=== mem_stage_lsu ===
Fig. 1: mem_stage_lsu, clock routing
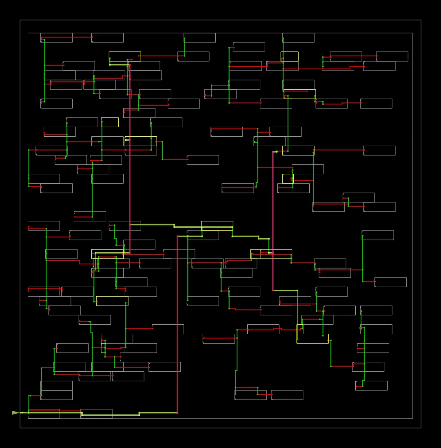
## config.mk

```make
export PLATFORM = sky130hd
export DESIGN_NAME = mem_stage_lsu
export DESIGN_NICKNAME = d
export VERILOG_FILES = /design/src/rtl/riscv_pkg.sv /design/src/rtl/lsu_load_align.sv /design/src/rtl/mem_stage_lsu.sv
export SDC_FILE = /design/constraint.sdc
export NUM_CORES = 1
export LEC_CHECK = 0
export CAP_MARGIN = 5
export CORE_AREA = 2 2 114 116
export DETAILED_ROUTE_END_ITERATION = 7
export DIE_AREA = 0 0 116 118
export PLACE_DENSITY = 0.8
export SYNTH_ARGS = -nofsm -noshare
export SYNTH_HDL_FRONTEND = slang
export SYNTH_HIERARCHICAL = 1
export SYNTH_SLANG_ARGS = --single-unit
```

## constraint.sdc

```tcl
create_clock -name clk -period 2.25 [get_ports clk]
set_clock_uncertainty 0.05 [all_clocks]
set_input_delay 0.45 -clock clk [delete_from_list [all_inputs] [get_ports clk]]
set_output_delay 0.45 -clock clk [all_outputs]
set_load 0.03 [all_outputs]
```

## src/rtl/riscv_pkg.sv

```systemverilog
// Shared RV32I load/store encodings and the MEM-stage LSU state type.
package riscv_pkg;

  localparam logic [2:0] F3_B  = 3'b000;
  localparam logic [2:0] F3_H  = 3'b001;
  localparam logic [2:0] F3_W  = 3'b010;
  localparam logic [2:0] F3_BU = 3'b100;
  localparam logic [2:0] F3_HU = 3'b101;

  typedef enum logic [1:0] {
    S_IDLE = 2'd0,
    S_REQ  = 2'd1,
    S_WAIT = 2'd2,
    S_DONE = 2'd3
  } lsu_state_t;

  // Legal size/sign for the direction and naturally aligned for the size.
  function automatic logic access_ok(input logic is_load, input logic [2:0] f3,
                                     input logic [1:0] a);
    logic ok;
    case (f3)
      F3_B:    ok = 1'b1;
      F3_H:    ok = ~a[0];
      F3_W:    ok = (a == 2'b00);
      F3_BU:   ok = is_load;
      F3_HU:   ok = is_load & ~a[0];
      default: ok = 1'b0;
    endcase
    return ok;
  endfunction

endpackage

```

## src/rtl/lsu_load_align.sv

```systemverilog
// Picks the addressed byte/half out of a raw read word and sign/zero extends it.
module lsu_load_align
  import riscv_pkg::*;
(
  input  logic [31:0] rdata_i,
  input  logic [1:0]  addr_i,
  input  logic [2:0]  funct3_i,
  output logic [31:0] result_o
);

  logic [31:0] bsh, hsh;
  logic [7:0]  b;
  logic [15:0] h;

  always_comb begin
    bsh = rdata_i >> {addr_i, 3'b000};
    hsh = rdata_i >> {addr_i[1], 4'b0000};
    b   = bsh[7:0];
    h   = hsh[15:0];
    case (funct3_i)
      F3_B:    result_o = {{24{b[7]}}, b};
      F3_H:    result_o = {{16{h[15]}}, h};
      F3_W:    result_o = rdata_i;
      F3_BU:   result_o = {24'h0, b};
      F3_HU:   result_o = {16'h0, h};
      default: result_o = 32'h0;
    endcase
  end

endmodule

```

## src/rtl/mem_stage_lsu.sv

```systemverilog
// MEM-stage load/store unit: turns a load/store into a valid/ready memory request,
// stalls the pipeline until it completes and hands formatted load data to MEM/WB.
module mem_stage_lsu
  import riscv_pkg::*;
#(
  parameter int unsigned TIMEOUT = 0
) (
  input  logic        clk,
  input  logic        rst,
  input  logic        memread_mem,
  input  logic        memwrite_mem,
  input  logic [2:0]  funct3_mem,
  input  logic [31:0] aluout_mem,
  input  logic [31:0] storedata_mem,
  output logic        req_valid,
  input  logic        req_ready,
  output logic        req_we,
  output logic [31:0] req_addr,
  output logic [31:0] req_wdata,
  output logic [3:0]  req_wstrb,
  input  logic        rsp_valid,
  input  logic [31:0] rsp_rdata,
  output logic [31:0] memdata_mem,
  output logic        stall_mem,
  output logic        fault_mem
);

  lsu_state_t  state_q, state_d;
  logic        req_valid_q, req_valid_d;
  logic        req_we_q, req_we_d;
  logic [31:0] req_addr_q, req_addr_d;
  logic [31:0] req_wdata_q, req_wdata_d;
  logic [3:0]  req_wstrb_q, req_wstrb_d;
  logic [2:0]  f3_q, f3_d;
  logic [1:0]  off_q, off_d;
  logic [31:0] memdata_q, memdata_d;
  logic        fault_q, fault_d;

  logic        op, ok, timeout_hit;
  logic [31:0] st_wdata, ld_data;
  logic [3:0]  st_wstrb;

  assign op = memread_mem | memwrite_mem;
  assign ok = access_ok(memread_mem, funct3_mem, aluout_mem[1:0]);

  // Store data replicated into every lane so memory only has to honour the strobes.
  always_comb begin
    st_wdata = storedata_mem;
    st_wstrb = 4'b1111;
    case (funct3_mem[1:0])
      2'b00: begin
        st_wdata = {4{storedata_mem[7:0]}};
        st_wstrb = 4'b0001 << aluout_mem[1:0];
      end
      2'b01: begin
        st_wdata = {2{storedata_mem[15:0]}};
        st_wstrb = aluout_mem[1] ? 4'b1100 : 4'b0011;
      end
      default: ;
    endcase
    if (memread_mem) st_wstrb = 4'b0000;
  end

  lsu_load_align u_align (
    .rdata_i  (rsp_rdata),
    .addr_i   (off_q),
    .funct3_i (f3_q),
    .result_o (ld_data)
  );

  generate
    if (TIMEOUT != 0) begin : g_timeout
      localparam int CW = $clog2(TIMEOUT + 1);
      logic [CW-1:0] cnt_q;
      always_ff @(posedge clk or negedge rst) begin
        if (!rst)                   cnt_q <= '0;
        else if (state_q != S_WAIT) cnt_q <= '0;
        else                        cnt_q <= cnt_q + CW'(1);
      end
      assign timeout_hit = (cnt_q == CW'(TIMEOUT - 1));
    end else begin : g_no_timeout
      assign timeout_hit = 1'b0;
    end
  endgenerate

  always_comb begin
    state_d     = state_q;
    req_valid_d = req_valid_q;
    req_we_d    = req_we_q;
    req_addr_d  = req_addr_q;
    req_wdata_d = req_wdata_q;
    req_wstrb_d = req_wstrb_q;
    f3_d        = f3_q;
    off_d       = off_q;
    memdata_d   = memdata_q;
    fault_d     = fault_q;
    case (state_q)
      S_IDLE: if (op) begin
        if (!ok) begin
          state_d   = S_DONE;
          fault_d   = 1'b1;
          memdata_d = 32'h0;
        end else begin
          state_d     = S_REQ;
          req_valid_d = 1'b1;
          req_we_d    = memwrite_mem;
          req_addr_d  = {aluout_mem[31:2], 2'b00};
          req_wdata_d = st_wdata;
          req_wstrb_d = st_wstrb;
          f3_d        = funct3_mem;
          off_d       = aluout_mem[1:0];
        end
      end
      S_REQ: if (req_ready) begin
        req_valid_d = 1'b0;
        state_d     = req_we_q ? S_DONE : S_WAIT;
      end
      S_WAIT: begin
        if (rsp_valid) begin
          memdata_d = ld_data;
          fault_d   = 1'b0;
          state_d   = S_DONE;
        end else if (timeout_hit) begin
          memdata_d = 32'h0;
          fault_d   = 1'b1;
          state_d   = S_DONE;
        end
      end
      S_DONE: begin
        state_d   = S_IDLE;
        memdata_d = 32'h0;
        fault_d   = 1'b0;
      end
      default: state_d = S_IDLE;
    endcase
  end

  always_ff @(posedge clk or negedge rst) begin
    if (!rst) begin
      state_q     <= S_IDLE;
      req_valid_q <= 1'b0;
      req_we_q    <= 1'b0;
      req_addr_q  <= 32'h0;
      req_wdata_q <= 32'h0;
      req_wstrb_q <= 4'h0;
      f3_q        <= 3'h0;
      off_q       <= 2'h0;
      memdata_q   <= 32'h0;
      fault_q     <= 1'b0;
    end else begin
      state_q     <= state_d;
      req_valid_q <= req_valid_d;
      req_we_q    <= req_we_d;
      req_addr_q  <= req_addr_d;
      req_wdata_q <= req_wdata_d;
      req_wstrb_q <= req_wstrb_d;
      f3_q        <= f3_d;
      off_q       <= off_d;
      memdata_q   <= memdata_d;
      fault_q     <= fault_d;
    end
  end

  assign stall_mem   = op & (state_q != S_DONE);
  assign req_valid   = req_valid_q;
  assign req_we      = req_we_q;
  assign req_addr    = req_addr_q;
  assign req_wdata   = req_wdata_q;
  assign req_wstrb   = req_wstrb_q;
  assign memdata_mem = memdata_q;
  assign fault_mem   = fault_q;

endmodule

```

==> flow_metrics.py <==
# Auto-generated metrics
metrics = {
    "yosys": {
        "netlist_area_mm2": 0.00548,
        "synth_xor_xnor_area_share_pct": 0,
        "synthArstFlopShare_pct": 100,
    },
    "route": {
        "highest_layer": "met4",
        "via_per_inst": 5.39,
        "antenna_left": 0,
        "drc_errors": 0,
        "wl_met1_um": 6090,
    },
    "cells_and_area": {
        "comb_area_mm2": 0.00251,
        "seq_share_pct": 33.4,
        "largestClassByArea": "flip-flops and latches",
        "bufAreaShareNonClock_pct": 29.1,
        "nNonClkInverters": 7,
        "layout_top_cells": "204 x clkdlybuf4s50_1, 108 x dfrtp_1, 96 x mux2_2",
    },
    "sta": {
        "tns_ns": 0,
        "hold_viol_final": 0,
        "finalCritPeriodShare_pct": 94.5,
        "rsz0062_at_grt": "false",
    },
    "setup_path": {
        "reg2reg_slack_ns": 0.21,
        "worstPathArrival_ns": 2.31,
        "crit_path_cell_trace": "clkdlybuf4s50_1 > nor4_4 > a21oi_2 > nor3_4 > buf_4 > buf_4 > mux2_2",
    },
    "global_routing": {
        "use_met3_pct": 8.03,
        "grt_most_used_layer": "met2",
    },
    "floorplan": {
        "tap_cells": 172,
        "fp_util_pct": 44.1,
        "row_count": 41,
        "core_area_mm2": 0.0124,
    },
    "cts": {
        "clock_sinks": 108,
    },
    "flow_run": {
        "maxCapViolations": 0,
    },
    "pwr": {
        "pwr-share-seq_pct": 29.4,
        "total_power_mw": 11.9,
        "power.switching_mw": 5.12,
        "p_leak_nw": 3.43,
    },
    "place": {
        "place.gp.congestion": 0.907,
        "port-buffer-count": 206,
    },
    "status": {
        "outcome": "completed",
    },
}
## Picture notes: Fig. 1
CTS Buf Count: 9
number of clock buffers in the layout: 13
Clk. pwr: 1.52 mW
flop count: 108
Clk Latency, worst-skew pair: 0.34 ns

## flip-flops by register name (all words and copies together) (netlist names)
signal,flops
f3_q,3
fault_mem,1
memdata_mem,32
off_q,2
req_addr,30
req_valid,1
req_wdata,32
req_we,1
req_wstrb,4
state_q,2
## worst paths after layout
| kind | startpoint | endpoint | cells after the start |
|---|---|---|---|
| setup / recovery | funct3_mem[0] | req_wdata[15]$_DFFE_PN0P_ | 7 |
| hold / removal | rst | memdata_mem[24]$_DFFE_PN0P_ | 2 |
| setup reg to reg | off_q[1]$_DFFE_PN0P_ | memdata_mem[8]$_DFFE_PN0P_ | 4 |
| hold reg to reg | req_wdata[7]$_DFFE_PN0P_ | req_wdata[7]$_DFFE_PN0P_ | 1 |
| max in group asynchronous | rst | req_addr[31]$_DFFE_PN0P_ | 2 |
| min in group clk | req_wdata[7]$_DFFE_PN0P_ | req_wdata[7]$_DFFE_PN0P_ | 1 |
## what timing repair did
item,in CTS,in global routing
setup endpoints to repair,0,70
gates resized,0,1
setup buffers,0,2
## per-stage QoR
step                setup slack, ns  instance area (um2)
floorplan                     0.184                 5480
global route                 0.0373                 8090
finish                        0.124                 8090
global placement             -0.119                 7760
detailed placement           -0.183                 7760
CTS                          0.0567                 8050

=== lock_status_ctrl ===
**config.mk**
```make
export PLATFORM = sky130hd
export DESIGN_NAME = lock_status_ctrl
export DESIGN_NICKNAME = d
export VERILOG_FILES = /design/src/rtl/lock_status_ctrl.sv
export SDC_FILE = /design/constraint.sdc
export NUM_CORES = 1
export LEC_CHECK = 0
export CORE_MARGIN = 2
export CORE_UTILIZATION = 30
export CTS_CLUSTER_DIAMETER = 60
export DETAILED_ROUTE_END_ITERATION = 10
export PLACE_DENSITY = 0.49
export SLEW_MARGIN = 15
export SYNTH_ARGS = -nofsm -noshare
export SYNTH_HDL_FRONTEND = slang
export SYNTH_SLANG_ARGS = --single-unit
```
**constraint.sdc**
```tcl
create_clock -name clk -period 4.9 [get_ports clk]
set_input_delay 0.49 -clock clk [delete_from_list [all_inputs] [get_ports clk]]
set_output_delay 0.49 -clock clk [all_outputs]
set_load 0.05 [all_outputs]
```
**src/rtl/lock_status_ctrl.sv**
```systemverilog
// Door/lockout supervisor sitting behind the combination-lock sequence FSM.
// Opens the door for a tick-timed window on a correct code and escalates to an alarmed lockout after repeated wrong codes.
module lock_status_ctrl #(
  parameter logic [7:0]  UNLOCK_TICKS  = 8'd50,
  parameter int unsigned MAX_FAIL      = 3,
  parameter logic [15:0] LOCKOUT_TICKS = 16'd600,
  parameter int unsigned TW            = 16
) (
  input  logic       clk,
  input  logic       reset_n,
  input  logic       tick,
  input  logic       step_en,
  input  logic       y,
  input  logic       ny,
  input  logic       lock_req,
  output logic       fsm_en,
  output logic       unlocked,
  output logic       locked_out,
  output logic       alarm,
  output logic [3:0] fail_cnt,
  output logic [1:0] state_dbg
);

  typedef enum logic [1:0] {
    LOCKED  = 2'd0,
    OPEN    = 2'd1,
    LOCKOUT = 2'd2
  } state_e;

  localparam logic [3:0]    FAIL_LAST = 4'(MAX_FAIL - 1);
  localparam logic [3:0]    FAIL_MAX  = 4'(MAX_FAIL);
  localparam logic [TW-1:0] TIMER_ONE = TW'(1);

  state_e        state_q, state_d;
  logic [TW-1:0] timer_q, timer_d;
  logic [3:0]    fail_q, fail_d;
  logic          alarm_q, alarm_d;
  logic          y_q, ny_q;
  logic          y_rise, ny_rise;

  // Delayed copies reset to 0, so a flag already high at reset release counts as a rise.
  assign y_rise  = y & ~y_q;
  assign ny_rise = ny & ~ny_q;

  always_ff @(posedge clk or negedge reset_n) begin
    if (!reset_n) begin
      state_q <= LOCKED;
      timer_q <= '0;
      fail_q  <= '0;
      alarm_q <= 1'b0;
      y_q     <= 1'b0;
      ny_q    <= 1'b0;
    end else begin
      state_q <= state_d;
      timer_q <= timer_d;
      fail_q  <= fail_d;
      alarm_q <= alarm_d;
      y_q     <= y;
      ny_q    <= ny;
    end
  end

  always_comb begin
    state_d = state_q;
    timer_d = timer_q;
    fail_d  = fail_q;
    alarm_d = alarm_q;
    unique case (state_q)
      LOCKED: begin
        alarm_d = 1'b0;
        if (y_rise) begin
          state_d = OPEN;
          timer_d = TW'(UNLOCK_TICKS);
          fail_d  = '0;
        end else if (ny_rise && (fail_q == FAIL_LAST)) begin
          state_d = LOCKOUT;
          timer_d = TW'(LOCKOUT_TICKS);
          fail_d  = FAIL_MAX;
        end else if (ny_rise) begin
          fail_d = (fail_q == 4'hF) ? fail_q : fail_q + 4'd1;
        end
      end
      OPEN: begin
        fail_d = '0;
        if (lock_req) begin
          state_d = LOCKED;
          timer_d = '0;
        end else if (tick && (timer_q == TIMER_ONE)) begin
          state_d = LOCKED;
          timer_d = '0;
        end else if (tick) begin
          timer_d = timer_q - TIMER_ONE;
        end
      end
      LOCKOUT: begin
        if (tick && (timer_q == TIMER_ONE)) begin
          state_d = LOCKED;
          timer_d = '0;
          fail_d  = '0;
          alarm_d = 1'b0;
        end else if (tick) begin
          timer_d = timer_q - TIMER_ONE;
          alarm_d = ~alarm_q;
        end
      end
      default: begin
        state_d = LOCKED;
        timer_d = '0;
        fail_d  = '0;
        alarm_d = 1'b0;
      end
    endcase
  end

  assign unlocked   = (state_q == OPEN);
  assign locked_out = (state_q == LOCKOUT);
  assign fsm_en     = step_en & ~locked_out;
  assign alarm      = alarm_q;
  assign fail_cnt   = fail_q;
  assign state_dbg  = state_q;

endmodule

```
==> flow_metrics.py <==
# Auto-generated metrics
metrics = {
    "status": {
        "outcome": "completed",
    },
    "route": {
        "via_per_inst": 5.47,
        "drt_iter0_markers": 43,
        "postRouteWirelength_um": 3230,
    },
    "cells_and_area": {
        "n_fill_cell": 473,
        "largestClassByArea": "logic gates",
        "utilization_pct": 36.4,
        "antenna_cells": 0,
        "largest_reg_flops": 16,
        "comb_area_um2": 782,
    },
    "yosys": {
        "ys_cells": 149,
        "top_area_share_pct": 43.0,
        "syn_nets": 160,
        "synth-main-ff-cell": "dfrtp_1",
    },
    "setup_path": {
        "worstPathArrival_ns": 2.80,
        "crit_path_cell_trace": "clkdlybuf4s50_1 > nor3b_2 > nand3_1 > o21ai_2 > o21ai_0 > mux2_2",
        "cp-end-kind": "flip-flop",
        "crit_fanout": 20,
    },
    "global_routing": {
        "antenna_found_initial": 0,
    },
    "cts": {
        "cts_tree": "built",
        "cts_setup_buffers": 0,
        "clk_pin_slew_worst_paths_ns": 0.08,
        "cts_hold_buf": 0,
    },
    "place": {
        "place.gp.congestion": 0.725,
        "dp.cells": 215,
    },
    "sta": {
        "max_freq_mhz": 378,
        "setup_viol": 0,
    },
    "pwr": {
        "seq-power_mw": 0.267,
        "p_leak_nw": 0.756,
    },
    "floorplan": {
        "row_count": 25,
    },
}
worst paths after layout:
path,startpoint,depth (start not counted),to
worst max register to register,timer_q[0]$_DFFE_PN0P_,6,timer_q[14]$_DFFE_PN0P_
max in group asynchronous,reset_n,2,timer_q[12]$_DFFE_PN0P_
worst min register to register,timer_q[5]$_DFFE_PN0P_,1,timer_q[5]$_DFFE_PN0P_
min in group asynchronous,reset_n,2,alarm$_DFFE_PN0P_
worst max-delay path,tick,6,timer_q[14]$_DFFE_PN0P_
worst min-delay path,timer_q[5]$_DFFE_PN0P_,1,timer_q[5]$_DFFE_PN0P_
routing by layer:
| metal | GRT usage [%] | wire (um) | vias up | share of wire [%] |
|---|---|---|---|---|
| li1 | - | - | 576 | - |
| met1 | 18.3 | 1510 | 586 | 47 |
| met2 | 22.2 | 1500 | 35 | 46 |
| met3 | 2.88 | 203 | 2 | 6.3 |
| met4 | 3.23 | 23 | 0 | 0.71 |
| met5 | 0 | 0 | - | 0 |
cell families after synthesis:
group	synth area share [%]
adders and majority gates	3.44
DFF	43.0
buffers and inverters	3.52
and+or+nand+nor	25.5
AOI/OAI and AO/OA	21.6
muxes	3.01
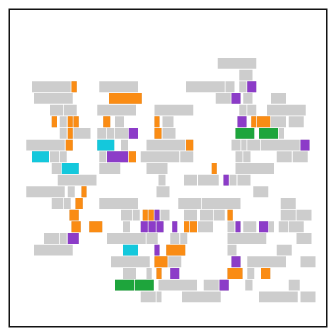
Fig. 2. Logic cells by family (lock_status_ctrl).
| color | family | cells |
|---|---|---|
| orange | nor cells | 30 |
| green | fa/ha/maj cells | 4 |
| cyan | mux cells | 4 |
| purple | nand cells | 19 |
most instantiated logic cell after routing: dfrtp_1
multi-input combinational area share: 45.8%
Layout Cells excl Fill: 219

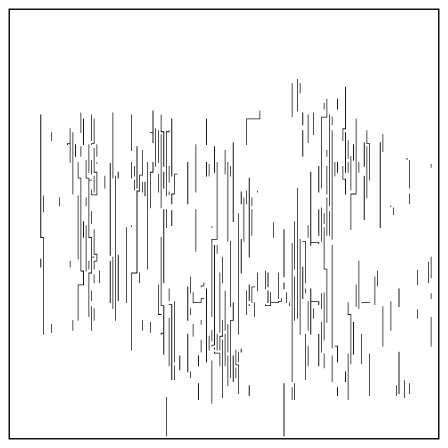
Fig. 3. The metal 2 layer (lock_status_ctrl).
nets with wire on the layer: 148
share of all routed wire: 46%
wire length on this layer: 1500 um
longest straight run: 24.8 um
via count: 1199
met2 GRT Util: 22.2%


=== pipeline_stall_controller ===
--- config.mk ---
export PLATFORM = sky130hd
export DESIGN_NAME = pipeline_stall_controller
export DESIGN_NICKNAME = d
export VERILOG_FILES = /design/src/rtl/pipeline_stall_controller.sv
export SDC_FILE = /design/constraint.sdc
export NUM_CORES = 1
export LEC_CHECK = 0
export ABC_AREA = 1
export CAP_MARGIN = 10
export CORE_MARGIN = 3
export CORE_UTILIZATION = 32
export DETAILED_ROUTE_END_ITERATION = 8
export PLACE_DENSITY_LB_ADDON = 0.2
export SLEW_MARGIN = 15
export SYNTH_ARGS = -nofsm -noshare
export SYNTH_HDL_FRONTEND = slang
export SYNTH_SLANG_ARGS = --single-unit
--- constraint.sdc ---
create_clock -name CLK -period 1.65 [get_ports CLK]
set_clock_uncertainty 0.1 [all_clocks]
set_input_delay 0.495 -clock CLK [delete_from_list [all_inputs] [get_ports CLK]]
set_output_delay 0.495 -clock CLK [all_outputs]
set_load 0.01 [all_outputs]
--- src/rtl/pipeline_stall_controller.sv ---
//------------------------------------------------------------------------------
// Module   : pipeline_stall_controller
// Desc     : Fixed-priority stall/flush/bubble control for the 5-stage CPU,
//            with wrong-path fetch tracking and a D-cache freeze watchdog.
//            Optional perf counters enabled by macro STALL_PERF_CNT_EN.
// Revision : 1.0 - initial release
//------------------------------------------------------------------------------
`default_nettype none

module pipeline_stall_controller #(
   parameter int MAX_FREEZE    = 255,
   parameter int FRZ_CNT_WIDTH = 8
) (
   input  logic        CLK,
   input  logic        RESET,
   input  logic        LOAD_USE_HAZARD,
   input  logic        BRANCH_TAKEN_S3,
   input  logic        ICACHE_BUSY,
   input  logic        DCACHE_BUSY,
   output logic        PC_EN,
   output logic        IF_ID_EN,
   output logic        ID_EX_EN,
   output logic        EX_MEM_EN,
   output logic        MEM_WB_EN,
   output logic        IF_ID_FLUSH,
   output logic        ID_EX_BUBBLE,
   output logic        TIMEOUT,
   output logic [31:0] LU_STALL_CNT,
   output logic [31:0] FREEZE_TOTAL_CNT,
   output logic [31:0] FLUSH_CNT
);

   localparam logic [FRZ_CNT_WIDTH-1:0] c_max_freeze = FRZ_CNT_WIDTH'(MAX_FREEZE);
   localparam logic [FRZ_CNT_WIDTH-1:0] c_frz_one    = FRZ_CNT_WIDTH'(1);

   logic                     r_flush_pending;
   logic [FRZ_CNT_WIDTH-1:0] r_frz_cnt;
   logic                     r_timeout;

   logic w_p1_freeze;
   logic w_p2_branch;
   logic w_p3_load_use;
   logic w_fp_set;
   logic w_fp_clear;

   assign w_p1_freeze   = DCACHE_BUSY;
   assign w_p2_branch   = ~DCACHE_BUSY & BRANCH_TAKEN_S3;
   assign w_p3_load_use = ~DCACHE_BUSY & ~BRANCH_TAKEN_S3 & LOAD_USE_HAZARD;
   assign w_fp_set      = w_p2_branch & ICACHE_BUSY;
   assign w_fp_clear    = ~ICACHE_BUSY & ~DCACHE_BUSY;

   always_comb begin
      PC_EN        = 1'b1;
      IF_ID_EN     = 1'b1;
      ID_EX_EN     = 1'b1;
      EX_MEM_EN    = 1'b1;
      MEM_WB_EN    = 1'b1;
      IF_ID_FLUSH  = 1'b0;
      ID_EX_BUBBLE = 1'b0;
      if (RESET) begin
         IF_ID_FLUSH  = 1'b1;
         ID_EX_BUBBLE = 1'b1;
      end else if (w_p1_freeze) begin
         PC_EN     = 1'b0;
         IF_ID_EN  = 1'b0;
         ID_EX_EN  = 1'b0;
         EX_MEM_EN = 1'b0;
         MEM_WB_EN = 1'b0;
      end else begin
         if (w_p2_branch) begin
            IF_ID_FLUSH  = 1'b1;
            ID_EX_BUBBLE = 1'b1;
         end else if (w_p3_load_use) begin
            PC_EN        = 1'b0;
            IF_ID_EN     = 1'b0;
            ID_EX_BUBBLE = 1'b1;
         end else if (ICACHE_BUSY) begin
            PC_EN       = 1'b0;
            IF_ID_FLUSH = 1'b1;
         end
         // The fetch aborted by a taken branch still returns a wrong-path word.
         if (r_flush_pending) begin
            IF_ID_FLUSH = 1'b1;
         end
      end
   end

   always_ff @(posedge CLK) begin
      if (RESET) begin
         r_flush_pending <= 1'b0;
         r_frz_cnt       <= '0;
         r_timeout       <= 1'b0;
      end else begin
         if (w_fp_set) begin
            r_flush_pending <= 1'b1;
         end else if (w_fp_clear) begin
            r_flush_pending <= 1'b0;
         end
         if (DCACHE_BUSY) begin
            if (r_frz_cnt == c_max_freeze) begin
               r_timeout <= 1'b1;
            end else begin
               r_frz_cnt <= r_frz_cnt + c_frz_one;
            end
         end else begin
            r_frz_cnt <= '0;
         end
      end
   end

   assign TIMEOUT = r_timeout;

`ifdef STALL_PERF_CNT_EN
   logic [31:0] r_lu_stall_cnt;
   logic [31:0] r_freeze_total_cnt;
   logic [31:0] r_flush_cnt;

   always_ff @(posedge CLK) begin
      if (RESET) begin
         r_lu_stall_cnt     <= '0;
         r_freeze_total_cnt <= '0;
         r_flush_cnt        <= '0;
      end else begin
         if (w_p3_load_use) r_lu_stall_cnt     <= r_lu_stall_cnt + 32'd1;
         if (w_p1_freeze)   r_freeze_total_cnt <= r_freeze_total_cnt + 32'd1;
         if (w_p2_branch)   r_flush_cnt        <= r_flush_cnt + 32'd1;
      end
   end

   assign LU_STALL_CNT     = r_lu_stall_cnt;
   assign FREEZE_TOTAL_CNT = r_freeze_total_cnt;
   assign FLUSH_CNT        = r_flush_cnt;
`else
   assign LU_STALL_CNT     = 32'd0;
   assign FREEZE_TOTAL_CNT = 32'd0;
   assign FLUSH_CNT        = 32'd0;
`endif

endmodule

`default_nettype wire

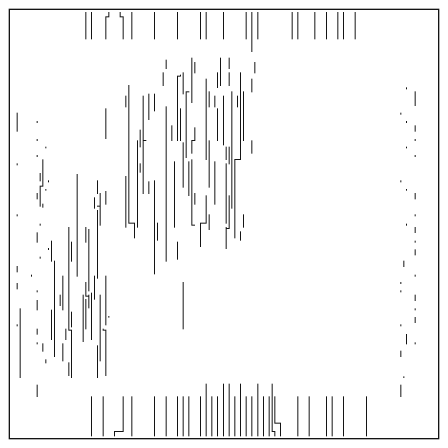
Fig. 4. The metal 2 layer (pipeline_stall_controller).
main direction: vertical
wire length on this layer: 896 um
share of all routed wire: 51%
via count: 776
met2 GRT Util: 11.6%

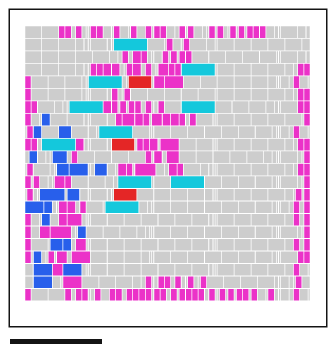
Fig. 5. Cell classes on the final placement (pipeline_stall_controller).
Scale bar: 20 um. Fill, decap, tap and diode cells in gray.
| color | class | cells |
|---|---|---|
| magenta | remaining logic cells | 163 |
| red | clock-net drivers | 3 |
| cyan | registers | 10 |
| blue | remaining buffers and delay cells | 20 |

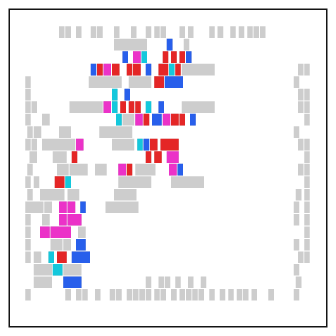
Fig. 6. Logic cells by family (pipeline_stall_controller).
| color | family | cells |
|---|---|---|
| red | nand cells | 24 |
| magenta | aoi and oai cells | 15 |
| blue | nor cells | 16 |
| cyan | inv cells | 10 |
most instantiated logic cell after routing: conb_1
multi-input combinational area share: 57.4%
Layout Cells excl Fill: 244

==> flow_metrics.py <==
# Auto-generated metrics
metrics = {
    "yosys": {
        "ys.flops": 10,
        "edf_count": 0,
        "adder_share_pct": 0.993,
        "synth_cell_type_count": 20,
        "synth_xor_xnor_area_share_pct": 0,
        "top_logic_kind": "buffers and inverters",
        "ys_cells": 176,
    },
    "floorplan": {
        "core_area_mm2": 0.00372,
        "row_count": 22,
        "die_h_um": 68.8,
    },
    "cells_and_area": {
        "clock_buffers": 3,
        "antenna_cells": 0,
        "bufAreaShareNonClock_pct": 13.5,
        "seq_cells": 10,
    },
    "cts": {
        "h-tree-depth": 1,
    },
    "sta": {
        "rsz0062_at_grt": "true",
        "tns_ns": 0,
    },
    "status": {
        "outcome": "completed",
    },
    "setup_path": {
        "slowest_delay_ns": 0.14,
    },
    "route": {
        "postRouteWirelength_um": 1750,
    },
    "worst_hold_path": {
        "hold_depth": 2,
    },
    "global_routing": {
        "grt_max_degree": 10,
    },
    "pwr": {
        "p_clk_share_pct": 36.4,
    },
}
timing repair:
item | CTS | global route
gates resized | 64 | 4
endpoints found under the hold margin | 0 | 0
setup buffers | 1 | 2
pin swaps | 5 | 2
setup endpoints to repair | 8 | 3
hold buffers | 0 | 0
cells in the final DEF (no fill, tap or decap), drive strengths merged:
cell | Yosys | layout
nor2 | 16 | 16
dfxtp | 10 | 10
a21boi | 1 | 1
conb | 1 | 96
nand4 | 1 | 1
dlygate4sd2 | 0 | 1
clkdlybuf4s15 | 0 | 1
nand2 | 18 | 18
buf | 98 | 18
nand3 | 5 | 5
a21oi | 7 | 7
inv | 10 | 10
a21o | 1 | 1
ha | 1 | 1
o21ai | 5 | 5
clkbuf | 0 | 3
o31ai | 1 | 1
a31oi | 1 | 1
worst max-delay path: cells and delay by family:
kind            cells  cell delay [ns]
buf+inv             2             0.25
simple gates        2             0.19
compound gates      1             0.11
cell usage after synthesis, types with 2 or more instances:
master,instances
inv_1,9
buf_4,98
nor2_1,14
nand2_1,15
dfxtp_1,10
nand2_2,2
o21ai_0,5
a21oi_1,7
nand3_1,5
registers in the layout, summed over array words and instances (netlist names):
register,count
TIMEOUT,1
r_flush_pending,1
r_frz_cnt,8


## Gallery

Drive-strength map.
picture 1
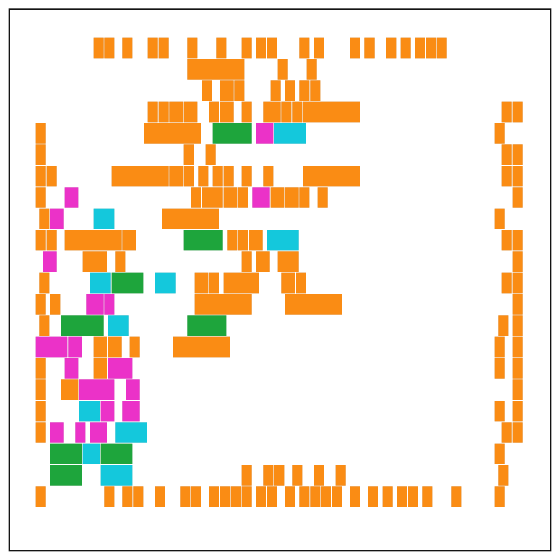
picture 2
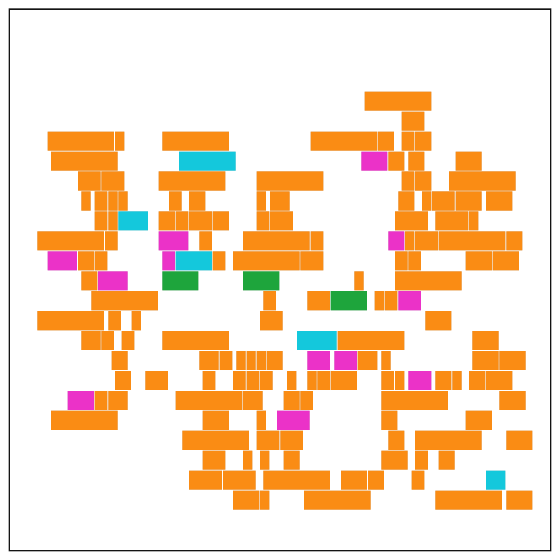
picture 3
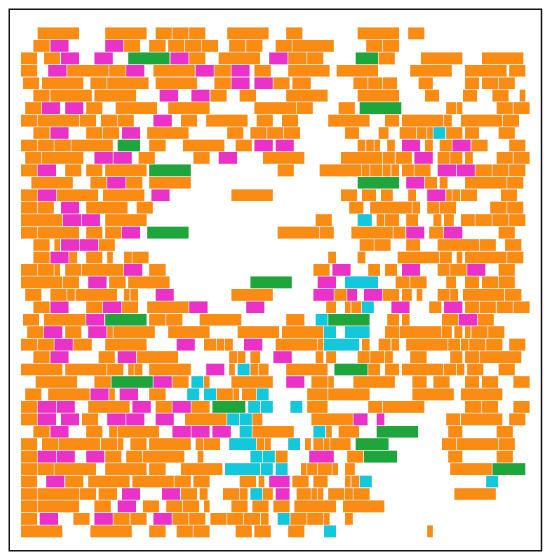
- lock_status_ctrl = picture 2
- mem_stage_lsu = picture 3
- pipeline_stall_controller = picture 1

No activity file was given, so power comes from the tool's default toggle rates.
